=== sn_spike_recorder ===
==> sn_spike_recorder/placed.png <==
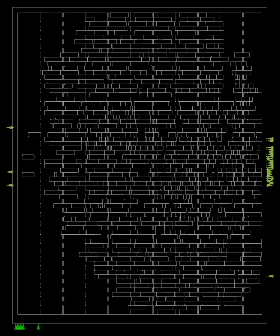
--- config.mk ---
export PLATFORM = sky130hd
export DESIGN_NAME = sn_spike_recorder
export DESIGN_NICKNAME = d
export VERILOG_FILES = /design/src/rtl/sn_spike_recorder.sv
export SDC_FILE = /design/constraint.sdc
export NUM_CORES = 1
export LEC_CHECK = 0
export CAP_MARGIN = 20
export CORE_ASPECT_RATIO = 1.25
export CORE_MARGIN = 3
export CORE_UTILIZATION = 45
export CTS_BUF_LIST = sky130_fd_sc_hd__clkbuf_4 sky130_fd_sc_hd__clkbuf_8
export DETAILED_ROUTE_END_ITERATION = 10
export PLACE_DENSITY_LB_ADDON = 0.3
export SKIP_CTS_REPAIR_TIMING = 1
export SYNTH_ARGS = -nofsm -noshare
export SYNTH_HDL_FRONTEND = slang
export SYNTH_SLANG_ARGS = --single-unit
--- constraint.sdc ---
create_clock -name clk -period 3.7 [get_ports clk]
set_clock_uncertainty 0.05 [all_clocks]
set_input_delay 0.925 -clock clk [delete_from_list [all_inputs] [get_ports clk]]
set_output_delay 0.925 -clock clk [all_outputs]
set_load 0.03 [all_outputs]
--- src/rtl/sn_spike_recorder.sv ---
// Spike event recorder: timestamps evaluation periods that carry output spikes
// into a small FIFO drained by the host through the protocol register window.
module sn_spike_recorder #(
  parameter int         P_NUM_OUTPUTS = 1,
  parameter int         P_FIFO_DEPTH  = 16,
  parameter logic [6:0] P_BASE_ADDR   = 7'h60
) (
  input  logic                     clk,
  input  logic                     rst,
  input  logic                     nc_evaluate,
  input  logic [P_NUM_OUTPUTS-1:0] spike_in,
  input  logic                     prot_enable,
  input  logic                     prot_r0w1,
  input  logic [6:0]               prot_addr,
  input  logic [7:0]               prot_wdata,
  output logic [7:0]               prot_rdata,
  output logic                     addr_hit,
  output logic                     fifo_nonempty
);

  localparam int PW = $clog2(P_FIFO_DEPTH);
  localparam int CW = PW + 1;
  localparam logic [CW-1:0] FULL_COUNT = CW'(P_FIFO_DEPTH);

  typedef enum logic [2:0] {
    OFF_CTRL   = 3'd0,
    OFF_STATUS = 3'd1,
    OFF_TS_LO  = 3'd2,
    OFF_TS_HI  = 3'd3,
    OFF_MASK   = 3'd4,
    OFF_POP    = 3'd5
  } reg_off_e;

  logic [PW-1:0]  rd_ptr_q, rd_ptr_d, wr_ptr_q, wr_ptr_d;
  logic [CW-1:0]  count_q, count_d;
  logic [15:0]    ts_q, ts_d;
  logic           record_en_q, record_en_d;
  logic           overflow_q, overflow_d;
  logic           fifo_nonempty_q, fifo_nonempty_d;

  logic [15:0]              ts_mem   [P_FIFO_DEPTH];
  logic [P_NUM_OUTPUTS-1:0] mask_mem [P_FIFO_DEPTH];

  logic [6:0] offset;
  reg_off_e   reg_off;
  logic       in_range, wr_ctrl, clear, pop_req, pop_do, evt, push_req, push_do, empty;

  // Decode: the subtraction wraps below the base, so the >= guard is required.
  always_comb begin
    offset   = prot_addr - P_BASE_ADDR;
    in_range = (prot_addr >= P_BASE_ADDR) && (offset <= 7'd5);
    addr_hit = prot_enable && in_range;
    reg_off  = reg_off_e'(offset[2:0]);
    wr_ctrl  = addr_hit && prot_r0w1 && (reg_off == OFF_CTRL);
    clear    = wr_ctrl && prot_wdata[1];
    pop_req  = addr_hit && prot_r0w1 && (reg_off == OFF_POP);
    empty    = (count_q == '0);
    pop_do   = pop_req && !empty && !clear;
    evt      = nc_evaluate && record_en_q;
    push_req = evt && (|spike_in);
    // A pop in the same cycle frees the slot before the push lands.
    push_do  = push_req && ((count_q != FULL_COUNT) || pop_do) && !clear;
  end

  always_comb begin
    rd_ptr_d    = rd_ptr_q;
    wr_ptr_d    = wr_ptr_q;
    count_d     = count_q;
    ts_d        = ts_q;
    record_en_d = record_en_q;
    overflow_d  = overflow_q;

    if (evt) ts_d = ts_q + 16'd1;
    if (push_req && !push_do) overflow_d = 1'b1;
    if (push_do) wr_ptr_d = wr_ptr_q + 1'b1;
    if (pop_do)  rd_ptr_d = rd_ptr_q + 1'b1;
    case ({push_do, pop_do})
      2'b10:   count_d = count_q + 1'b1;
      2'b01:   count_d = count_q - 1'b1;
      default: count_d = count_q;
    endcase

    if (wr_ctrl) record_en_d = prot_wdata[0];
    if (clear) begin
      rd_ptr_d   = '0;
      wr_ptr_d   = '0;
      count_d    = '0;
      ts_d       = '0;
      overflow_d = 1'b0;
    end
    fifo_nonempty_d = (count_d != '0);
  end

  always_ff @(posedge clk or negedge rst) begin
    if (!rst) begin
      rd_ptr_q        <= '0;
      wr_ptr_q        <= '0;
      count_q         <= '0;
      ts_q            <= '0;
      record_en_q     <= 1'b0;
      overflow_q      <= 1'b0;
      fifo_nonempty_q <= 1'b0;
    end else begin
      rd_ptr_q        <= rd_ptr_d;
      wr_ptr_q        <= wr_ptr_d;
      count_q         <= count_d;
      ts_q            <= ts_d;
      record_en_q     <= record_en_d;
      overflow_q      <= overflow_d;
      fifo_nonempty_q <= fifo_nonempty_d;
    end
  end

  // NOTE: the entry storage has no reset so it maps onto plain RAM; reads of
  // stale slots are masked by the empty check below.
  always_ff @(posedge clk) begin
    if (push_do) begin
      ts_mem[wr_ptr_q]   <= ts_q;
      mask_mem[wr_ptr_q] <= spike_in;
    end
  end

  always_comb begin
    prot_rdata = '0;
    if (addr_hit) begin
      case (reg_off)
        OFF_CTRL:   prot_rdata = {7'd0, record_en_q};
        OFF_STATUS: prot_rdata = {overflow_q, 7'(count_q)};
        OFF_TS_LO:  prot_rdata = empty ? 8'd0 : ts_mem[rd_ptr_q][7:0];
        OFF_TS_HI:  prot_rdata = empty ? 8'd0 : ts_mem[rd_ptr_q][15:8];
        OFF_MASK:   prot_rdata = empty ? 8'd0 : 8'(mask_mem[rd_ptr_q]);
        default:    prot_rdata = '0;
      endcase
    end
  end

  assign fifo_nonempty = fifo_nonempty_q;

endmodule

==> out/metrics.yaml <==
outcome: "finished with violations"
failed_checks: "setup timing"
post_drt_wl_per_cell_um: 24.5
sequentialPowerShare: 0.568
fp_nets: 749
fmax_mhz: 262
grt_max_degree: 37
p_clk_w: 0.00273
critPathArrivalTime_ps: 2840
postPlaceCellArea_um2: 14100
power_leader: "registers"
clkbuf_count: 55
place_inst: 1126
num-nonclk-inverters: 10
syn_avg_cell_area_um2: 17.7
design_area_um2: 15400
top_layer: "met4"
layout_setup_ws_ps: -117
num-multi-input-gates: 361
synth-edff-count: 272
cp_cell_sequence: "buf_4 > buf_6 > mux4_2 > mux2i_4 > nor4b_1 > o31ai_1 > buf_4 > a21oi_4 > buf_12"
cpMaxStageDelayCell: "dfrtp_4"
fin_util: 0.556
netlist_instances: 717
power_w: 0.00656
gr-max-usage-layer: "met2"
finalSetupViolCount: 6
die_h_um: 194
start_kind: "flop"
synthTopCellsByCount: "272 x edfxtp_1, 52 x mux4_2, 46 x nor2_1"
grt_overflow: 0
ys_seq_share: 0.707
cts_buffers: 46
## Picture notes: sn_spike_recorder/placed.png
Fillers: 2095
flop share of the area: 0.582
fin cells: 1225
Cell Rows: 68

cells by family (layout without fill, tap and decap cells):
logic type                 count (synthesis)  count (layout)  synth area share
AOI/OAI and AO/OA                         68              68            0.0382
xor gates and xnor gates                  26              26            0.0179
adders and majority gates                 11              11            0.0108
buffers and inverters                     52             209            0.0224
DFF                                      304             304             0.707
muxes                                     97              97             0.136
other                                      0               1                 0
and+or+nand+nor                          159             159            0.0677
sequential cells by signal (all words and copies together) (netlist names):
signal         cells
count_q            5
fifo_nonempty      1
mask_mem          16
overflow_q         1
rd_ptr_q           4
record_en_q        1
ts_mem           256
ts_q              16
wr_ptr_q           4

=== rshift_seq_flat ===
==> rshift_seq_flat/m2.png <==
Bar = 20 um.
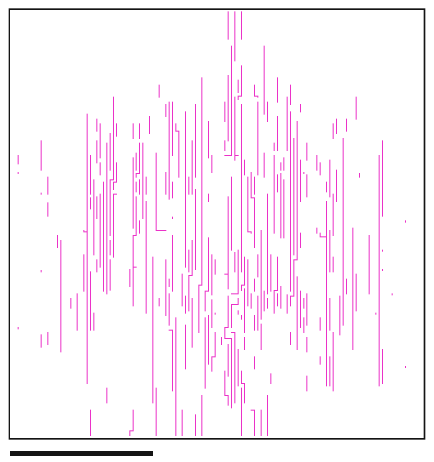
==> rshift_seq_flat/ff_map.png <==
Other sequential cells in the stronger gray, the rest of the logic in the fainter gray.
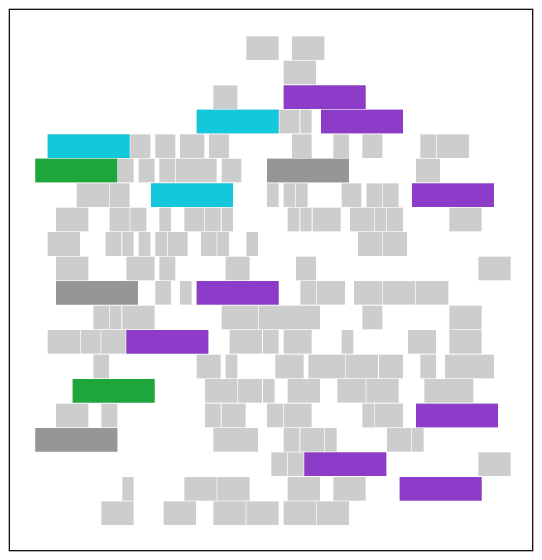
===== src/rtl/rshift_seq_pkg.sv =====
// Shared definitions for the multi-cycle right-shift sequencer: FSM states,
// per-cycle step limit and the shift-amount width derivation.
package shift_pkg;

    typedef enum logic [1:0] {
        IDLE = 2'd0,
        RUN  = 2'd1,
        DONE = 2'd2
    } state_t;

    localparam int STEP_MAX = 3;

    function automatic int amt_width(input int width);
        return $clog2(width);
    endfunction

endpackage


===== src/rtl/rshift_seq_if.sv =====
// Job request / result handshake bundle between a requester (master) and the
// shift sequencer (slave).
interface rshift_seq_if #(
    parameter int WIDTH = 8
);
    import shift_pkg::*;

    localparam int AMT_W = amt_width(WIDTH);

    logic             in_valid;
    logic             in_ready;
    logic [WIDTH-1:0] in_data;
    logic [AMT_W-1:0] in_amt;
    logic             in_rot;
    logic             out_valid;
    logic             out_ready;
    logic [WIDTH-1:0] out_data;
    logic             busy;

    modport master (
        output in_valid, in_data, in_amt, in_rot, out_ready,
        input  in_ready, out_valid, out_data, busy
    );

    modport slave (
        input  in_valid, in_data, in_amt, in_rot, out_ready,
        output in_ready, out_valid, out_data, busy
    );

endinterface


===== src/rtl/rshift_seq_stage.sv =====
// Combinational right shift by 0..3 positions, zero fill or wrap-around,
// built from a shift-by-1 rank followed by a shift-by-2 rank. No state.
module rshift_stage #(
    parameter int WIDTH = 8
) (
    input  logic [WIDTH-1:0] i_data,
    input  logic [1:0]       i_step,
    input  logic             i_rot,
    output logic [WIDTH-1:0] o_data
);
    logic [WIDTH-1:0] w_s1;
    logic             w_fill1;
    logic [1:0]       w_fill2;

    always_comb begin
        w_fill1 = i_rot ? i_data[0] : 1'b0;
        w_s1    = i_step[0] ? {w_fill1, i_data[WIDTH-1:1]} : i_data;
        w_fill2 = i_rot ? w_s1[1:0] : 2'b00;
        o_data  = i_step[1] ? {w_fill2, w_s1[WIDTH-1:2]} : w_s1;
    end

endmodule


===== src/rtl/rshift_seq.sv =====
// Iterative right shifter: one job at a time, result after 1 + ceil(amt/3) cycles;
// the result is held in DONE until out_ready, and no job is accepted outside IDLE.
module rshift_seq
    import shift_pkg::*;
#(
    parameter int WIDTH = 8
) (
    input  logic         clk,
    input  logic         rst,
    rshift_seq_if.slave  bus
);
    localparam int AMT_W = amt_width(WIDTH);

    state_t           r_state;
    logic             r_out_valid;
    logic             r_busy;
    logic [WIDTH-1:0] r_acc;
    logic [AMT_W-1:0] r_rem;
    logic             r_rot;

    state_t           w_state_nxt;
    logic [AMT_W-1:0] w_step;
    logic [AMT_W-1:0] w_rem_nxt;
    logic [WIDTH-1:0] w_stage;

    // Clamp the remaining amount to what a single stage pass can cover.
    always_comb begin
        w_step    = (r_rem >= AMT_W'(STEP_MAX)) ? AMT_W'(STEP_MAX) : r_rem;
        w_rem_nxt = r_rem - w_step;
    end

    rshift_stage #(
        .WIDTH (WIDTH)
    ) u_stage (
        .i_data (r_acc),
        .i_step (w_step[1:0]),
        .i_rot  (r_rot),
        .o_data (w_stage)
    );

    always_comb begin
        w_state_nxt = r_state;
        case (r_state)
            IDLE:    if (bus.in_valid) w_state_nxt = (bus.in_amt == '0) ? DONE : RUN;
            RUN:     if (w_rem_nxt == '0) w_state_nxt = DONE;
            DONE:    if (bus.out_ready) w_state_nxt = IDLE;
            default: w_state_nxt = IDLE;
        endcase
    end

    // out_valid and busy come straight from flops so out_ready never reaches them combinationally.
    always_ff @(posedge clk or posedge rst) begin
        if (rst) begin
            r_state     <= IDLE;
            r_out_valid <= 1'b0;
            r_busy      <= 1'b0;
        end else begin
            r_state     <= w_state_nxt;
            r_out_valid <= (w_state_nxt == DONE);
            r_busy      <= (w_state_nxt != IDLE);
        end
    end

    always_ff @(posedge clk or posedge rst) begin
        if (rst) begin
            r_acc <= '0;
            r_rem <= '0;
            r_rot <= 1'b0;
        end else if (r_state == IDLE && bus.in_valid) begin
            r_acc <= bus.in_data;
            r_rem <= bus.in_amt;
            r_rot <= bus.in_rot;
        end else if (r_state == RUN) begin
            r_acc <= w_stage;
            r_rem <= w_rem_nxt;
        end
    end

    assign bus.in_ready  = (r_state == IDLE);
    assign bus.out_valid = r_out_valid;
    assign bus.busy      = r_busy;
    assign bus.out_data  = r_acc;

endmodule

===== src/flat_wrapper.sv =====
// flat-port wrapper written by rule: the top's interface ports become plain ports
module rshift_seq_flat import shift_pkg::*;
#(
    parameter int WIDTH = 8
)
  (clk, rst, bus_in_valid, bus_in_data, bus_in_amt, bus_in_rot, bus_out_ready, bus_in_ready, bus_out_valid, bus_out_data, bus_busy);
  rshift_seq_if #(.WIDTH(WIDTH)) bus_i ();
  input  logic clk;
  input  logic rst;
  input wire logic [$bits(bus_i.in_valid)-1:0] bus_in_valid;
  input wire logic [$bits(bus_i.in_data)-1:0] bus_in_data;
  input wire logic [$bits(bus_i.in_amt)-1:0] bus_in_amt;
  input wire logic [$bits(bus_i.in_rot)-1:0] bus_in_rot;
  input wire logic [$bits(bus_i.out_ready)-1:0] bus_out_ready;
  output wire logic [$bits(bus_i.in_ready)-1:0] bus_in_ready;
  output wire logic [$bits(bus_i.out_valid)-1:0] bus_out_valid;
  output wire logic [$bits(bus_i.out_data)-1:0] bus_out_data;
  output wire logic [$bits(bus_i.busy)-1:0] bus_busy;
  assign bus_i.in_valid = bus_in_valid;
  assign bus_i.in_data = bus_in_data;
  assign bus_i.in_amt = bus_in_amt;
  assign bus_i.in_rot = bus_in_rot;
  assign bus_i.out_ready = bus_out_ready;
  assign bus_in_ready = bus_i.in_ready;
  assign bus_out_valid = bus_i.out_valid;
  assign bus_out_data = bus_i.out_data;
  assign bus_busy = bus_i.busy;
  rshift_seq #(.WIDTH(WIDTH)) u_core (.clk(clk), .rst(rst), .bus(bus_i));
endmodule

===== config.mk =====
export PLATFORM = sky130hd
export DESIGN_NAME = rshift_seq_flat
export DESIGN_NICKNAME = d
export VERILOG_FILES = /design/src/rtl/rshift_seq_pkg.sv /design/src/rtl/rshift_seq_if.sv /design/src/rtl/rshift_seq_stage.sv /design/src/rtl/rshift_seq.sv /design/src/flat_wrapper.sv
export SDC_FILE = /design/constraint.sdc
export NUM_CORES = 1
export LEC_CHECK = 0
export CORE_AREA = 2 2 56 58
export CTS_CLUSTER_SIZE = 25
export DETAILED_ROUTE_END_ITERATION = 8
export DIE_AREA = 0 0 58 60
export SYNTH_ARGS = -nofsm -noshare
export SYNTH_HDL_FRONTEND = slang
export SYNTH_SLANG_ARGS = --single-unit

===== constraint.sdc =====
create_clock -name clk -period 2.6 [get_ports clk]
set_input_delay 0.52 -clock clk [delete_from_list [all_inputs] [get_ports clk]]
set_output_delay 0.52 -clock clk [all_outputs]
set_load 0.01 [all_outputs]

==> out/metrics.yaml <==
outcome: "completed"
cts_tree: "yes"
cap_violations: 0
num-nonclk-inverters: 2
required_ps: 2080
rrSetupSlack_ps: 720
die_h_um: 60
start_kind: "flop"
power_w: 0.00175
drcViolationCount: 0
ys_seq_share: 0.373
bufAreaShareNonClock: 0.190
cts-resized-gates: 0
buffers: 26
wl_met1_um: 1370
async_flop_share: 1.00
p_comb_w: 0.000932
antenna_cells: 0
num-multi-input-gates: 95
cts_max_level: 1
combPwrFrac: 0.532
top_layer: "met4"
numSynthFlops: 16
warnings: 26
cp_cell_sequence: "nor2_1 > clkdlybuf4s50_1"
cpMaxStageDelayCell: "dfrtp_1"
gr-max-usage-layer: "met2"
fin_setup_tns_ps: 0
fin_crit_ps: 2170
max_slew_margin: 0.541
synthTopCellsByArea: "dfrtp_1 37%, a21oi_1 6.1%, nand2_1 4.9%"
die_area_um2: 3480
min_path_cells: 2
r2r-end: "u_core.bus.out_data[6]$_DFFE_PP0P_"
## Picture notes: rshift_seq_flat/m2.png
The longest straight run is 37.7 um. The layer carries 1310 um of wire. 128 nets have wire on it.
total routed wirelength: 2840 um
met2 Usage GRT: 0.287
vias: 1018

## Picture notes: rshift_seq_flat/ff_map.png
Green stands for `u_core.r_state`, sequential cells 2. Purple stands for `u_core.bus.out_data`, sequential cells 8. Cyan stands for `u_core.r_rem`, sequential cells 3.
Another 3 sequential cells are not colored.
fin util: 0.471
seq pwr: 0.000648 W
Reg area: 400 um^2
flop share of the area: 0.293

## logic make-up after synthesis
group / count (synthesis) / synth area share
adders and majority gates: 1 / 0.0116
AOI/OAI and AO/OA: 51 / 0.324
muxes: 5 / 0.0582
DFF: 16 / 0.373
buffers and inverters: 10 / 0.0489
and+or+nand+nor: 38 / 0.185
## sequential cells by signal, summed over array words and instances (netlist names)
register	count
u_core.r_rem	3
u_core.r_state	2
u_core.bus.busy	1
u_core.bus.out_data	8
u_core.bus.out_valid	1
u_core.r_rot	1

=== vdg_address_generator ===
`src/rtl/vdg_address_generator.sv`:
```
`default_nettype none
// +----------------------------------------------------------------------------+
// | vdg_address_generator                                                      |
// | Display-memory address, alpha row counter and RP strobe for all 6847 modes.|
// | Optional macro VDG_BASE_ADDR_EN adds a base_addr frame-offset input.       |
// | Revision: 1.0                                                              |
// +----------------------------------------------------------------------------+
module vdg_address_generator #(
  parameter int ADDR_WIDTH   = 13,
  parameter int ROW_WIDTH    = 4,
  parameter int ALPHA_REPEAT = 12
) (
  input  logic                  clk,
  input  logic                  resetn,
  input  logic                  fsn,
  input  logic                  hsn,
  input  logic                  vactive,
  input  logic                  preload,
  input  logic                  ang,
  input  logic [2:0]            gm,
`ifdef VDG_BASE_ADDR_EN
  input  logic [ADDR_WIDTH-1:0] base_addr,
`endif
  output logic [ADDR_WIDTH-1:0] da,
  output logic [ROW_WIDTH-1:0]  alpha_row,
  output logic                  rp,
  output logic [5:0]            line_bytes
);

  localparam logic [ROW_WIDTH-1:0] c_alphaLast = ROW_WIDTH'(ALPHA_REPEAT - 1);
  localparam logic [5:0]           c_bpr16     = 6'd16;
  localparam logic [5:0]           c_bpr32     = 6'd32;

  logic [ADDR_WIDTH-1:0] r_da;
  logic [ADDR_WIDTH-1:0] r_lineStart;
  logic [ROW_WIDTH-1:0]  r_alphaRow;
  logic                  r_rp;
  logic [5:0]            r_lineBytes;
  logic                  r_hsnD;
  logic                  r_ang;
  logic [2:0]            r_gm;

  logic [5:0]            w_bpr;
  logic [ROW_WIDTH-1:0]  w_repLast;
  logic                  w_lineEnd;
  logic                  w_fetch;
  logic [ADDR_WIDTH-1:0] w_nextStart;
  logic [ADDR_WIDTH-1:0] w_frameBase;

`ifdef VDG_BASE_ADDR_EN
  assign w_frameBase = base_addr;
`else
  assign w_frameBase = '0;
`endif

  // Decode uses the latched mode so a mid-line mode change cannot alter the current line.
  always_comb begin
    w_bpr     = c_bpr32;
    w_repLast = c_alphaLast;
    if (r_ang) begin
      case (r_gm)
        3'd0, 3'd1: begin w_bpr = c_bpr16; w_repLast = ROW_WIDTH'(2); end
        3'd2:       begin w_bpr = c_bpr32; w_repLast = ROW_WIDTH'(2); end
        3'd3:       begin w_bpr = c_bpr16; w_repLast = ROW_WIDTH'(1); end
        3'd4:       begin w_bpr = c_bpr32; w_repLast = ROW_WIDTH'(1); end
        3'd5:       begin w_bpr = c_bpr16; w_repLast = '0;            end
        default:    begin w_bpr = c_bpr32; w_repLast = '0;            end
      endcase
    end
  end

  assign w_lineEnd   = r_hsnD & ~hsn & vactive;
  assign w_fetch     = preload & vactive & ~w_lineEnd & (r_lineBytes < w_bpr);
  assign w_nextStart = r_lineStart + ADDR_WIDTH'(w_bpr);

  always_ff @(posedge clk or negedge resetn) begin
    if (!resetn) begin
      r_da        <= '0;
      r_lineStart <= '0;
      r_alphaRow  <= '0;
      r_rp        <= 1'b0;
      r_lineBytes <= '0;
      r_hsnD      <= 1'b1;
      r_ang       <= 1'b0;
      r_gm        <= 3'd0;
    end else begin
      r_hsnD <= hsn;
      r_rp   <= 1'b0;
      if (!fsn || w_lineEnd) begin
        r_ang <= ang;
        r_gm  <= gm;
      end
      if (!fsn) begin
        r_da        <= w_frameBase;
        r_lineStart <= w_frameBase;
        r_alphaRow  <= '0;
        r_lineBytes <= '0;
      end else if (w_lineEnd) begin
        r_lineBytes <= '0;
        if (r_alphaRow == w_repLast) begin
          r_alphaRow  <= '0;
          r_lineStart <= w_nextStart;
          r_da        <= w_nextStart;
          r_rp        <= 1'b1;
        end else begin
          r_alphaRow <= r_alphaRow + 1'b1;
          r_da       <= r_lineStart;
        end
      end else if (w_fetch) begin
        r_da        <= r_da + 1'b1;
        r_lineBytes <= r_lineBytes + 1'b1;
      end
    end
  end

  assign da         = r_da;
  assign alpha_row  = r_alphaRow;
  assign rp         = r_rp;
  assign line_bytes = r_lineBytes;

endmodule
`default_nettype wire

```
`config.mk`:
```
export PLATFORM = sky130hd
export DESIGN_NAME = vdg_address_generator
export DESIGN_NICKNAME = d
export VERILOG_FILES = /design/src/rtl/vdg_address_generator.sv
export SDC_FILE = /design/constraint.sdc
export NUM_CORES = 1
export LEC_CHECK = 0
export CAP_MARGIN = 20
export CORE_MARGIN = 2
export CORE_UTILIZATION = 45
export DETAILED_ROUTE_END_ITERATION = 12
export PLACE_DENSITY = 0.68
export SYNTH_ARGS = -nofsm -noshare
export SYNTH_HDL_FRONTEND = slang
export SYNTH_SLANG_ARGS = --single-unit
```
`constraint.sdc`:
```
create_clock -name clk -period 3.2 [get_ports clk]
set_input_delay 0.64 -clock clk [delete_from_list [all_inputs] [get_ports clk]]
set_output_delay 0.64 -clock clk [all_outputs]
set_load 0.02 [all_outputs]
```
==> out/metrics.yaml <==
outcome: "completed"
antenna_cells: 0
grt_max_degree: 39
cts_tree: "yes"
syn_avg_cell_area_um2: 9.31
ys_seq_share: 0.409
crit_path_end_kind: "flop"
ff2ff_path_depth: 8
ys_chip_area_um2: 2330
netlist_instances: 250
fin_setup_tns_ps: 0
use_met3: 0.0405
max_slew_margin: 0.452
top_logic_kind: "simple AND/OR/NAND/NOR gates"
required_ps: 3420
p_leak_nw: 1.09
cts_root_buffer: "clkbuf_8"
syn_area_um2: 2330
hold_ws_ps: 436
synth.cellmix.compoundShare: 0.162
grt.met2_usage: 0.331
startpoint: "r_gm[2]$_DFFE_PN0N_"
path_clk_slew_ps: 80
clkPwrFrac: 0.324
sequentialPowerShare: 0.514
numSynthFlops: 38
p_clk_w: 0.000322
r2r-start: "r_gm[2]$_DFFE_PN0N_"
final_cell_mix: "37 x dfrtp_1, 32 x clkdlybuf4s50_1, 24 x nand2_1"
dp_slack_ps: 525
met3_length_um: 253
grt_overflow: 0
syn2layout_area_growth_pct: 20.8
power.density_nw_per_um2: 353
vdd_drop_max_mv: 0.192
die_area_um2: 5770
switchingPower_w: 0.000287
synthTopCellsByCount: "37 x dfrtp_1, 24 x nand2_1, 21 x nand3_1"
cts_hold_buf: 0
cts_buffers: 5
rsz0062_at_grt: "false"
xor_share: 0.0564
use_met1: 0.263
ys_sh_adder: 0.0408
## final cells by class
class / count / area [um^2]
clock buffers: 6 / 72.6
inverters: 8 / 30.0
clock inverters: 2 / 10.0
fillers: 456 / 2230
well taps: 70 / 87.6
multi-input cells: 193 / 1300
repair buffers: 38 / 363
flip-flops and latches: 38 / 952
## worst max-delay path, delay by kind of cell, from the launching register on
family	cells	cell delay, ps
simple gates	5	1390
compound gates	2	390
flops	1	410
fa+ha+maj	1	470
## per-stage QoR
step                      instances  instance area, um^2
after floorplan                 250                 2330
after global placement          347                 2730
after detailed placement        347                 2730
after CTS                       355                 2810
after global routing            355                 2810
final                           355                 2810
==> vdg_address_generator/layers.png <==
Only two layers are drawn.
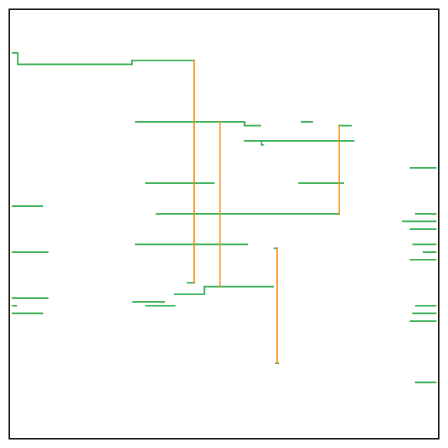
Orange stands for M4, wire length 105 um. Green stands for M3, wire length 253 um.
WL per Instance: 15.3 um
vias: 2041
total routed wirelength: 5450 um
All-Layer GR Usage: 0.201

==> vdg_address_generator/port_trees.png <==
Bar = 20 um.
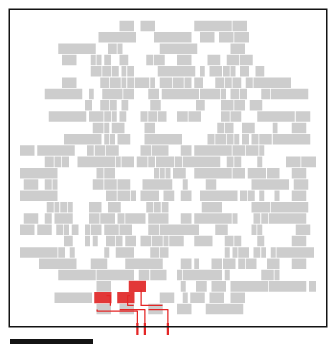
Red stands for `gm`, bits 3, direction input, end cells 3, buffers 3, wire 47.3 um.
number of I/O port buffers: 33
Ports: 34


=== alu_operand_sel ===
## src/rtl/alu_operand_sel.sv

```systemverilog
// ALU operand-select stage: NUM_CH-way source mux with narrow-channel extension,
// registered behind a valid/ready handshake. Optional feature macro: ALU_OPSEL_SEXT_EN (adds sext_i).

module alu_operand_sel_chan #(
    parameter int DATA_W    = 32,
    parameter int NARROW_W  = 6,
    parameter bit IS_NARROW = 1'b0
) (
    input  logic [DATA_W-1:0] slot_i,
    input  logic              sext_i,
    output logic [DATA_W-1:0] opnd_o
);
    generate
        if (IS_NARROW) begin : g_narrow
            logic fill;
            logic unused_hi;
            assign fill      = sext_i & slot_i[NARROW_W-1];
            assign opnd_o    = {{(DATA_W-NARROW_W){fill}}, slot_i[NARROW_W-1:0]};
            // Upper slot bits carry no meaning for the narrow channel.
            assign unused_hi = ^slot_i[DATA_W-1:NARROW_W];
        end else begin : g_wide
            logic unused_sext;
            assign opnd_o      = slot_i;
            assign unused_sext = sext_i;
        end
    endgenerate
endmodule

module alu_operand_sel #(
    parameter int DATA_W    = 32,
    parameter int NUM_CH    = 4,
    parameter int SEL_W     = 2,
    parameter int NARROW_CH = 2,
    parameter int NARROW_W  = 6,
    parameter int CNT_W     = 16
) (
    input  logic                     clk,
    input  logic                     reset,
    input  logic                     in_valid_i,
    output logic                     in_ready_o,
    input  logic [SEL_W-1:0]         sel_i,
`ifdef ALU_OPSEL_SEXT_EN
    input  logic                     sext_i,
`endif
    input  logic [NUM_CH*DATA_W-1:0] data_i,
    output logic                     out_valid_o,
    input  logic                     out_ready_i,
    output logic [DATA_W-1:0]        data_o,
    output logic                     sel_err_o,
    output logic [CNT_W-1:0]         stall_cnt_o
);
    logic                           sext;
    logic [NUM_CH-1:0][DATA_W-1:0]  opnd;

    logic                           out_valid_q, out_valid_d;
    logic [DATA_W-1:0]              data_q, data_d;
    logic                           sel_err_q, sel_err_d;
    logic [CNT_W-1:0]               stall_cnt_q, stall_cnt_d;

    logic                           accept;
    logic                           sel_ok;
    logic [DATA_W-1:0]              mux;

`ifdef ALU_OPSEL_SEXT_EN
    assign sext = sext_i;
`else
    assign sext = 1'b0;
`endif

    generate
        for (genvar k = 0; k < NUM_CH; k++) begin : g_chan
            alu_operand_sel_chan #(
                .DATA_W    (DATA_W),
                .NARROW_W  (NARROW_W),
                .IS_NARROW (k == NARROW_CH)
            ) u_chan (
                .slot_i (data_i[k*DATA_W +: DATA_W]),
                .sext_i (sext),
                .opnd_o (opnd[k])
            );
        end
    endgenerate

    assign in_ready_o  = !out_valid_q || out_ready_i;
    assign accept      = in_valid_i && in_ready_o;

    always_comb begin
        sel_ok = ({1'b0, sel_i} < (SEL_W+1)'(NUM_CH));
        mux    = '0;
        for (int k = 0; k < NUM_CH; k++) begin
            if (sel_i == SEL_W'(k)) mux = opnd[k];
        end
    end

    always_comb begin
        out_valid_d = out_valid_q;
        data_d      = data_q;
        sel_err_d   = sel_err_q;
        stall_cnt_d = stall_cnt_q;
        // A same-cycle consume and accept simply overwrites the held operand.
        if (accept) begin
            out_valid_d = 1'b1;
            data_d      = sel_ok ? mux : '0;
            if (!sel_ok) sel_err_d = 1'b1;
        end else if (out_ready_i) begin
            out_valid_d = 1'b0;
        end
        if (out_valid_q && !out_ready_i && (stall_cnt_q != {CNT_W{1'b1}}))
            stall_cnt_d = stall_cnt_q + CNT_W'(1);
    end

    always_ff @(posedge clk) begin
        if (reset) begin
            out_valid_q <= 1'b0;
            data_q      <= '0;
            sel_err_q   <= 1'b0;
            stall_cnt_q <= '0;
        end else begin
            out_valid_q <= out_valid_d;
            data_q      <= data_d;
            sel_err_q   <= sel_err_d;
            stall_cnt_q <= stall_cnt_d;
        end
    end

    assign out_valid_o = out_valid_q;
    assign data_o      = data_q;
    assign sel_err_o   = sel_err_q;
    assign stall_cnt_o = stall_cnt_q;
endmodule

```

## config.mk

```make
export PLATFORM = sky130hd
export DESIGN_NAME = alu_operand_sel
export DESIGN_NICKNAME = d
export VERILOG_FILES = /design/src/rtl/alu_operand_sel.sv
export SDC_FILE = /design/constraint.sdc
export NUM_CORES = 1
export LEC_CHECK = 0
export ABC_AREA = 0
export CORE_MARGIN = 2
export CORE_UTILIZATION = 38
export CTS_CLUSTER_SIZE = 24
export DETAILED_ROUTE_END_ITERATION = 6
export PLACE_DENSITY = 0.87
export SLEW_MARGIN = 10
export SYNTH_ARGS = -nofsm -noshare
export SYNTH_HDL_FRONTEND = slang
export SYNTH_SLANG_ARGS = --single-unit
```

## constraint.sdc

```tcl
create_clock -name clk -period 3.81 [get_ports clk]
set_input_delay 0.381 -clock clk [delete_from_list [all_inputs] [get_ports clk]]
set_output_delay 0.381 -clock clk [all_outputs]
set_load 0.005 [all_outputs]
```

==> alu_operand_sel/ff_map.png <==
Other sequential cells in the stronger gray, the rest of the logic in the fainter gray.
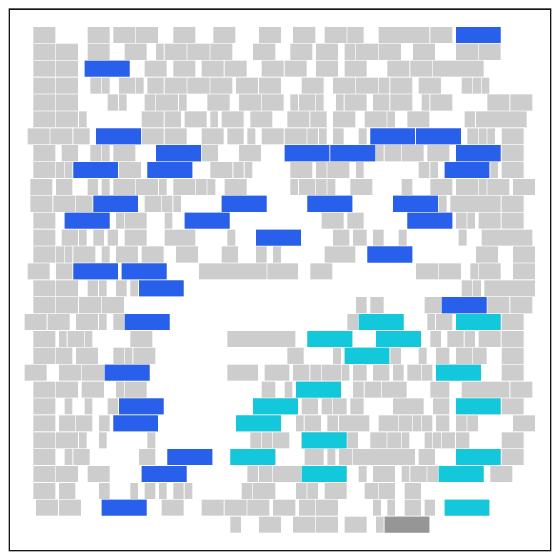
Cyan stands for `stall_cnt_o`, sequential cells 16. Blue stands for `data_o`, sequential cells 32.
fin util: 0.646
Reg area: 981 um^2

==> out/metrics.yaml <==
outcome: "completed"
place_hpwl_um: 6050
simple_gate_share: 0.256
top_logic_kind: "simple AND/OR/NAND/NOR gates"
largest_area_cell: "dfxtp_1"
post_drt_wl_per_cell_um: 15.1
synthTopCellsByArea: "dfxtp_1 37%, mux2i_1 9.9%, nor2_1 8.3%"
clockNetworkAreaShare: 0.0309
drtIter0Drc: 145
yosys_warnings: 0
crit_path_end_kind: "flop"
gp_congestion: 0.782
crit_cells: 5
nNetsFinal: 589
critPathArrivalTime_ps: 2400
cp_cell_sequence: "clkdlybuf4s50_1 > buf_4 > and2_1 > a211oi_1 > nor3_1"
synthDistinctLibCells: 37
switchingPower_w: 0.000303
p_int_w: 0.000995
combGateArea_um2: 1510
wl_um: 8080
design_area_um2: 4340
power_w: 0.00130
routed_via_density: 5.36
crit_family: "simple AND/OR/NAND/NOR gates"
max_slew_margin: 0.360
final_cell_mix: "155 x clkdlybuf4s50_1, 58 x nor2_1, 49 x dfxtp_1"
largest_register_ffs: 32
die_x_um: 87.0
fp_nets: 446
design.seq.count: 49
cts_root_buffer: "clkbuf_8"
taps: 80
clkbuf_count: 5
min_path_cells: 2
clockBufferDepth: 2
syn2layout_area_growth_pct: 65.9
hold_class: "flop to flop"
finalSetupViolCount: 0
io_pins: 185
power by group through the flow:
stage               combinational [W]  sequential [W]  clock, W
finish                       0.000306        0.000554  0.000438
global route                 0.000332        0.000558  0.000471
CTS                          0.000310        0.000554  0.000448
detailed placement           0.000309        0.000566         0
global placement             0.000303        0.000565         0
floorplan                    0.000116        0.000568         0
layer usage:
metal | track usage | share of wire | up-vias
met1 | 0.235 | 0.40 | 1332
li1 | - | - | 1413
met2 | 0.366 | 0.51 | 108
met4 | 0.0710 | 0.019 | 0
met5 | 0 | 0 | -
met3 | 0.0550 | 0.073 | 12

=== instruction_fetch ===
## src/rtl/instruction_fetch.sv

```systemverilog
// instruction_fetch: single-outstanding instruction fetch FSM with registered outputs (optional macro FETCH_MISALIGN_CHECK_EN)
module instruction_fetch #(
    parameter int DATA_WIDTH = 32
) (
    input  logic                  clk,
    input  logic                  reset_n,
    input  logic [DATA_WIDTH-1:0] pc_next,
    input  logic                  fetch_start,
    output logic                  mem_req,
    output logic [DATA_WIDTH-1:0] mem_addr,
    input  logic                  mem_gnt,
    input  logic                  mem_rvalid,
    input  logic [DATA_WIDTH-1:0] mem_rdata,
    output logic [DATA_WIDTH-1:0] instr,
    output logic [DATA_WIDTH-1:0] instr_pc,
    output logic                  instr_valid,
    input  logic                  instr_ready,
`ifdef FETCH_MISALIGN_CHECK_EN
    output logic                  misaligned,
`endif
    output logic                  busy
);
    localparam logic [1:0] IDLE  = 2'd0;
    localparam logic [1:0] REQ   = 2'd1;
    localparam logic [1:0] WAIT  = 2'd2;
    localparam logic [1:0] VALID = 2'd3;
    localparam logic [DATA_WIDTH-1:0] NOP = DATA_WIDTH'(32'h0000_0013);

    logic [1:0]            state_q, state_d;
    logic [DATA_WIDTH-1:0] addr_q, launch_addr;
    logic                  discard_q, discard_d;
    logic                  mem_req_q, instr_valid_q, busy_q;
    logic [DATA_WIDTH-1:0] mem_addr_q, instr_q, instr_d, instr_pc_q, instr_pc_d;
    logic                  launch, mis;

    assign launch_addr = fetch_start ? pc_next : addr_q;

`ifdef FETCH_MISALIGN_CHECK_EN
    logic misaligned_q;
    assign mis        = launch_addr[1:0] != 2'b00;
    assign misaligned = misaligned_q;
`else
    assign mis = 1'b0;
`endif

    // Next state: a granted request is never re-issued until its response has been consumed or dropped
    always_comb begin
        state_d    = state_q;
        discard_d  = discard_q;
        instr_d    = instr_q;
        instr_pc_d = instr_pc_q;
        launch     = 1'b0;
        if (fetch_start) begin
            if (state_q == WAIT && !mem_rvalid) begin
                discard_d = 1'b1;
            end else if (state_q == REQ && mem_gnt) begin
                state_d   = WAIT;
                discard_d = 1'b1;
            end else begin
                launch    = 1'b1;
                discard_d = 1'b0;
            end
        end else if (state_q == REQ && mem_gnt) begin
            state_d = WAIT;
        end else if (state_q == WAIT && mem_rvalid) begin
            if (discard_q) begin
                launch    = 1'b1;
                discard_d = 1'b0;
            end else begin
                state_d    = VALID;
                instr_d    = mem_rdata;
                instr_pc_d = addr_q;
            end
        end else if (state_q == VALID && instr_ready) begin
            state_d = IDLE;
        end
        if (launch) begin
            state_d = mis ? VALID : REQ;
        end
        if (launch && mis) begin
            instr_d    = NOP;
            instr_pc_d = launch_addr;
        end
    end

    // State and registered outputs, all derived from the next state
    always_ff @(posedge clk) begin
        if (!reset_n) begin
            state_q       <= IDLE;
            addr_q        <= '0;
            discard_q     <= 1'b0;
            mem_req_q     <= 1'b0;
            mem_addr_q    <= '0;
            instr_q       <= '0;
            instr_pc_q    <= '0;
            instr_valid_q <= 1'b0;
            busy_q        <= 1'b0;
        end else begin
            state_q       <= state_d;
            addr_q        <= launch_addr;
            discard_q     <= discard_d;
            mem_req_q     <= state_d == REQ;
            mem_addr_q    <= state_d == REQ ? {launch_addr[DATA_WIDTH-1:2], 2'b00} : '0;
            instr_q       <= instr_d;
            instr_pc_q    <= instr_pc_d;
            instr_valid_q <= state_d == VALID;
            busy_q        <= state_d != IDLE;
        end
    end

`ifdef FETCH_MISALIGN_CHECK_EN
    // Misaligned flag rises with a misaligned launch and lasts while that word is presented
    always_ff @(posedge clk) begin
        if (!reset_n) begin
            misaligned_q <= 1'b0;
        end else begin
            misaligned_q <= (launch && mis) || (misaligned_q && state_d == VALID);
        end
    end
`endif

    assign mem_req     = mem_req_q;
    assign mem_addr    = mem_addr_q;
    assign instr       = instr_q;
    assign instr_pc    = instr_pc_q;
    assign instr_valid = instr_valid_q;
    assign busy        = busy_q;
endmodule

```

## config.mk

```make
export PLATFORM = sky130hd
export DESIGN_NAME = instruction_fetch
export DESIGN_NICKNAME = d
export VERILOG_FILES = /design/src/rtl/instruction_fetch.sv
export SDC_FILE = /design/constraint.sdc
export NUM_CORES = 1
export LEC_CHECK = 0
export ABC_AREA = 0
export CORE_MARGIN = 3
export CORE_UTILIZATION = 35
export CTS_CLUSTER_SIZE = 14
export DETAILED_ROUTE_END_ITERATION = 16
export HOLD_SLACK_MARGIN = 0.03
export PLACE_DENSITY_LB_ADDON = 0.25
export SYNTH_ARGS = -nofsm -noshare
export SYNTH_HDL_FRONTEND = slang
export SYNTH_SLANG_ARGS = --single-unit
```

## constraint.sdc

```tcl
create_clock -name clk -period 2.3 [get_ports clk]
set_clock_uncertainty 0.15 [all_clocks]
set_input_delay 0.575 -clock clk [delete_from_list [all_inputs] [get_ports clk]]
set_output_delay 0.575 -clock clk [all_outputs]
set_load 0.02 [all_outputs]
```

==> out/metrics.yaml <==
dp_slack_ps: 133
ys_cells: 487
antenna_found_initial: 0
fin_cells: 837
clock_sinks: 132
use_met1: 0.169
combGateArea_um2: 2130
met3_length_um: 571
startpoint: "instr_pc[24]$_SDFFE_PN0P_"
cp_num_buf_inv: 1
drtIter0Drc: 182
die_x_um: 126
crit_fanout: 2
io_buffers: 166
finalSetupViolCount: 0
clockNetworkAreaShare: 0.0871
critPathArrivalTime_ps: 1380
core_area_um2: 14000
whs_endpoint: "instr_pc[20]$_SDFFE_PN0P_"
drive_above_1_share: 0.167
hold_ws_ps: 306
synthTopCellsByArea: "dfxtp_1 52%, a21boi_2 13%, nand2_1 9.1%"
power.density_nw_per_um2: 777
vdd_drop_max_mv: 0.406
design.seq.count: 132
synthDistinctLibCells: 35
min_path_cells: 2
cts_root_buffer: "clkbuf_16"
first_global_vias: 3815
sh_seq_area: 0.354
top_logic_kind: "simple AND/OR/NAND/NOR gates"
clockBufferDepth: 2
synth-edff-count: 0
cp_cell_sequence: "clkdlybuf4s50_1"
fin_crit_ps: 2100
outcome: "completed"
num-multi-input-gates: 318
cpMaxStageDelayCell: "clkdlybuf4s50_1"
rows: 43
==> worst register-to-register path: stages (launching register included) <==
cell	delay, ps
dfxtp_1	560
and2b_2	300
nand3_2	130
buf_12	220
nand2_1	110
a21boi_0	170
==> power groups by stage <==
stage	logic (W)	clock network [W]	registers [W]
3_5_place_dp	0.000484	0	0.00244
3_3_place_gp	0.000476	0	0.00244
4_1_cts	0.000486	0.00300	0.00240
6_report	0.000478	0.00292	0.00240
5_1_grt	0.000515	0.00308	0.00240
2_1_floorplan	0.000204	0	0.00248
==> instruction_fetch/layers.png <==
Only two layers are drawn.
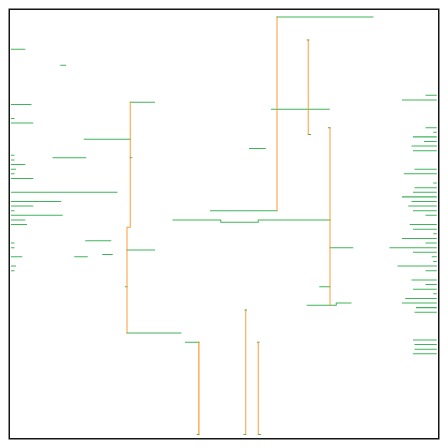
Green stands for M3, wire length 571 um. Orange stands for M4, wire length 297 um.
vias: 3794
All-Layer GR Usage: 0.150
WL per Instance: 14.3 um

==> instruction_fetch/ff_map.png <==
Other sequential cells in the stronger gray, the rest of the logic in the fainter gray.
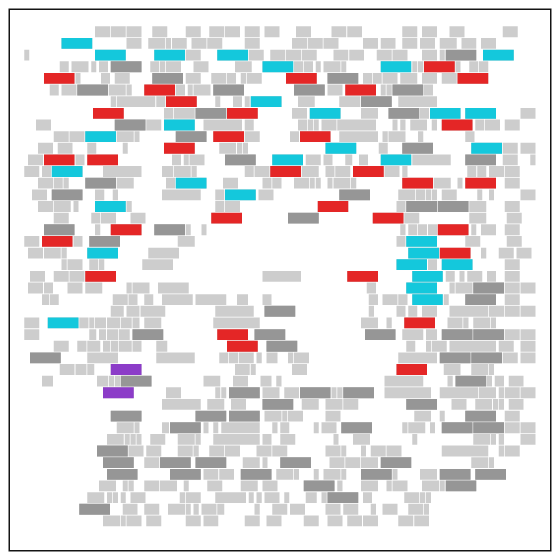
Cyan stands for `mem_addr`, sequential cells 30. Purple stands for `state_q`, sequential cells 2. Red stands for `addr_q`, sequential cells 32.


=== regfile_io ===
==> regfile_io/placed.png <==
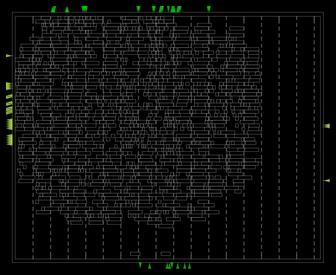
==> regfile_io/port_trees.png <==
Bar = 50 um.
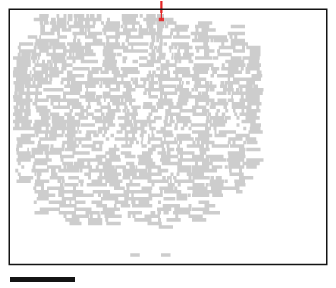
==> regfile_io/m2.png <==
Bar = 50 um.
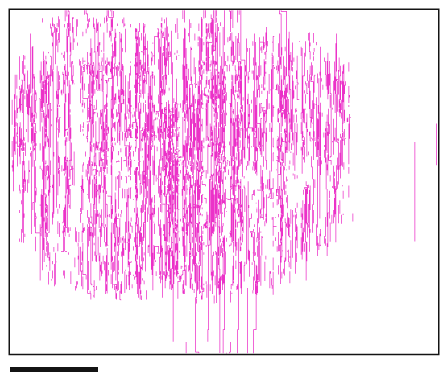
## src/rtl/regfile_io.sv

```systemverilog
// regfile_io: picoMIPS register file feeding the ALU.
//   Two combinational read ports (with write-through bypass), one write port.
//   Entry 0 reads as zero; reads of IN_REG return the synchronised switches;
//   writes to OUT_REG are also presented on a valid/ack output port, and a
//   write that would overrun an unaccepted output raises stall.
//
// Ports:
//   clk, reset        system clock, synchronous active-high reset
//   ra1/rd1, ra2/rd2  read address / combinational read data, ports 1 and 2
//   we, wa, wd        write enable, address, data (ALU result)
//   sw_in             asynchronous switch input
//   out_data          output port data
//   out_valid         output port data valid
//   out_ack           consumer accepts out_data
//   stall             core must hold the current instruction
//
// Output port FSM:
//   state | meaning
//   EMPTY | no pending output, out_valid = 0
//   FULL  | out_data pending, out_valid = 1, waiting for out_ack
module regfile_io #(
    parameter int n         = 8,
    parameter int addr_size = 5,
    parameter int IN_REG    = 1,
    parameter int OUT_REG   = 2
) (
    input  logic                 clk,
    input  logic                 reset,
    input  logic [addr_size-1:0] ra1,
    input  logic [addr_size-1:0] ra2,
    output logic [n-1:0]         rd1,
    output logic [n-1:0]         rd2,
    input  logic                 we,
    input  logic [addr_size-1:0] wa,
    input  logic [n-1:0]         wd,
    input  logic [n-1:0]         sw_in,
    output logic [n-1:0]         out_data,
    output logic                 out_valid,
    input  logic                 out_ack,
    output logic                 stall
);

    localparam int DEPTH = 2 ** addr_size;
    localparam logic [addr_size-1:0] IN_ADDR  = addr_size'(IN_REG);
    localparam logic [addr_size-1:0] OUT_ADDR = addr_size'(OUT_REG);

    localparam logic [0:0] EMPTY = 1'b0;
    localparam logic [0:0] FULL  = 1'b1;

    logic [n-1:0] mem [DEPTH];
    logic [n-1:0] sw_meta;
    logic [n-1:0] sw_sync;
    logic [0:0]   state;
    logic         wr_out;
    logic         wr_ok;

    assign out_valid = (state == FULL);
    assign wr_out    = we && (wa == OUT_ADDR);
    // A write to the output register while the previous value is unaccepted
    // must be held off entirely: no storage update, no bypass, no FSM change.
    assign stall     = wr_out && (state == FULL) && !out_ack;
    assign wr_ok     = we && !stall && (wa != '0);

    always_ff @(posedge clk) begin
        if (reset) begin
            for (int i = 0; i < DEPTH; i++) begin
                mem[i] <= '0;
            end
        end else if (wr_ok) begin
            mem[wa] <= wd;
        end
    end

    always_ff @(posedge clk) begin
        if (reset) begin
            sw_meta <= '0;
            sw_sync <= '0;
        end else begin
            sw_meta <= sw_in;
            sw_sync <= sw_meta;
        end
    end

    always_ff @(posedge clk) begin
        if (reset) begin
            state    <= EMPTY;
            out_data <= '0;
        end else begin
            case (state)
                EMPTY: begin
                    if (wr_out) begin
                        out_data <= wd;
                        state    <= FULL;
                    end
                end
                FULL: begin
                    // ack together with a new write is a handover, not a stall
                    if (out_ack && wr_out) begin
                        out_data <= wd;
                    end else if (out_ack) begin
                        state <= EMPTY;
                    end
                end
                default: state <= EMPTY;
            endcase
        end
    end

    always_comb begin
        rd1 = mem[ra1];
        if (ra1 == '0) begin
            rd1 = '0;
        end else if (ra1 == IN_ADDR) begin
            rd1 = sw_sync;
        end else if (we && !stall && (wa == ra1)) begin
            rd1 = wd;
        end
    end

    always_comb begin
        rd2 = mem[ra2];
        if (ra2 == '0) begin
            rd2 = '0;
        end else if (ra2 == IN_ADDR) begin
            rd2 = sw_sync;
        end else if (we && !stall && (wa == ra2)) begin
            rd2 = wd;
        end
    end

endmodule

```

## config.mk

```make
export PLATFORM = sky130hd
export DESIGN_NAME = regfile_io
export DESIGN_NICKNAME = d
export VERILOG_FILES = /design/src/rtl/regfile_io.sv
export SDC_FILE = /design/constraint.sdc
export NUM_CORES = 1
export LEC_CHECK = 0
export ABC_CLOCK_PERIOD_IN_PS = 2800
export CORE_ASPECT_RATIO = 0.8
export CORE_MARGIN = 2
export CORE_UTILIZATION = 33
export CTS_CLUSTER_DIAMETER = 200
export DETAILED_ROUTE_END_ITERATION = 8
export DONT_BUFFER_PORTS = 1
export HOLD_SLACK_MARGIN = 0.12
export SYNTH_ARGS = -nofsm -noshare
export SYNTH_HDL_FRONTEND = slang
export SYNTH_SLANG_ARGS = --single-unit
```

## constraint.sdc

```tcl
create_clock -name clk -period 2.8 [get_ports clk]
set_clock_uncertainty 0.2 [all_clocks]
set_input_delay 0.42 -clock clk [delete_from_list [all_inputs] [get_ports clk]]
set_output_delay 0.42 -clock clk [all_outputs]
set_load 0.1 [all_outputs]
```

==> out/metrics.yaml <==
outcome: "finished with violations"
path_common_cell: "mux4_2"
layout_setup_ws_ps: -536
bufAreaShareNonClock: 0.0711
postPlaceCellArea_um2: 16600
cp_cell_sequence: "mux4_2 > mux4_2 > nand2_1 > a31oi_1 > a221o_2 > buf_12"
die_area_um2: 48000
syn_avg_cell_area_um2: 13.7
finalCritPeriodShare: 1.19
rrSetupSlack_ps: 320
hold_ws_ps: 132
ys_cells: 1117
ys_chip_area_um2: 15300
cap_violations: 0
syn2layout_area_growth_pct: 21.0
cts_max_level: 1
power_w: 0.0105
whs_endpoint: "mem[26][5]$_SDFFCE_PN0P_"
ys.flop_type: "edfxtp_1"
simple_gate_share: 0.171
layout.cells.most_common: "edfxtp_1"
finalSetupViolCount: 16
num-multi-input-gates: 750
failed_checks: "setup timing"
crit_cells: 6
dp_slack_ps: -90.4
ys_seq_share: 0.537
dr_total_vias: 10200
vdd_drop_max_mv: 0.484
critPathArrivalTime_ps: 2720
ant_nets: 0
yosys_warnings: 0
nNetsFinal: 1221
max_slew_margin: 0.333
die_h_um: 196
required_ps: 2180
worstSetupPathType: "flop to output port"
cp_num_buf_inv: 1
About regfile_io/placed.png:
flop share of the area: 0.443
fin cells: 1826
core area: 45600 um^2
tapcell count: 612

About regfile_io/port_trees.png:
Red stands for `out_ack`, bits 1, direction input, end cells 1, buffers 0, wire 7.20 um.
Ports: 61
number of I/O port buffers: 0

About regfile_io/m2.png:
The longest straight run is 89.5 um. The layer holds 44% of the routed length. The wires run mostly vertical. 1062 nets have wire on it.

-- per-layer routing --
metal / part of all wire / global-route usage
met1: 0.42 / 0.286
met2: 0.44 / 0.307
met3: 0.11 / 0.0575
met4: 0.029 / 0.0499
met5: 0.00023 / 0
-- power breakdown --
part	switching (W)	total, W	leakage, nW	internal, W
Sequential	0.000144	0.00494	2.64	0.00480
Combinational	0.000944	0.00170	3.18	0.000753
Clock	0.00170	0.00391	0.483	0.00221
Total	0.00279	0.0105	6.31	0.00776


## Gallery

The metal 2 layer.
(a)
Bar = 20 um.
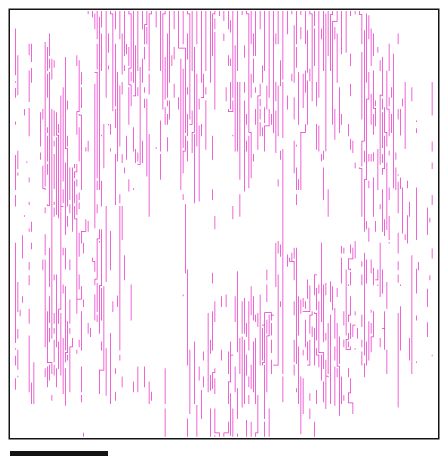
(b)
Bar = 50 um.
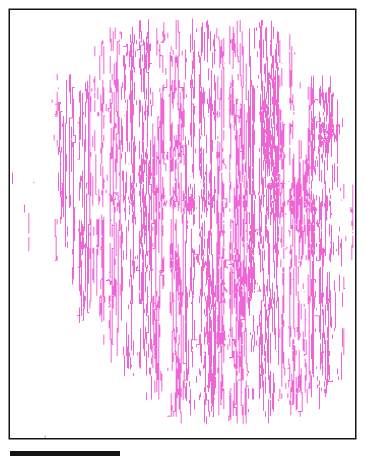
(c)
Bar = 50 um.
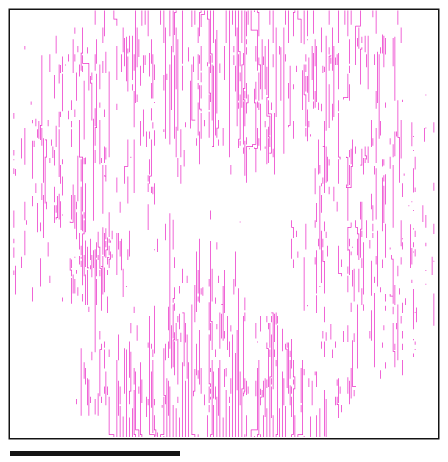
(d)
Bar = 20 um.
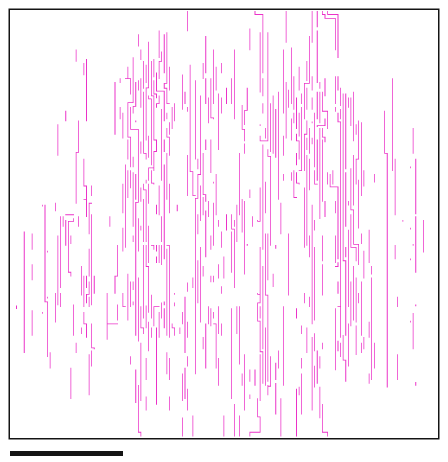
| from | picture |
|---|---|
| alu_operand_sel | (a) |
| sn_spike_recorder | (b) |
| vdg_address_generator | (d) |
| instruction_fetch | (c) |
Of these, smallest die: (d)
Of these, largest die: (b)

Key to (d):
The wires run mostly vertical. The longest straight run is 41.5 um. The layer holds 47% of the routed length. 245 nets have wire on it.

Power figures rest on the tool's default switching activity, not on a simulated workload.
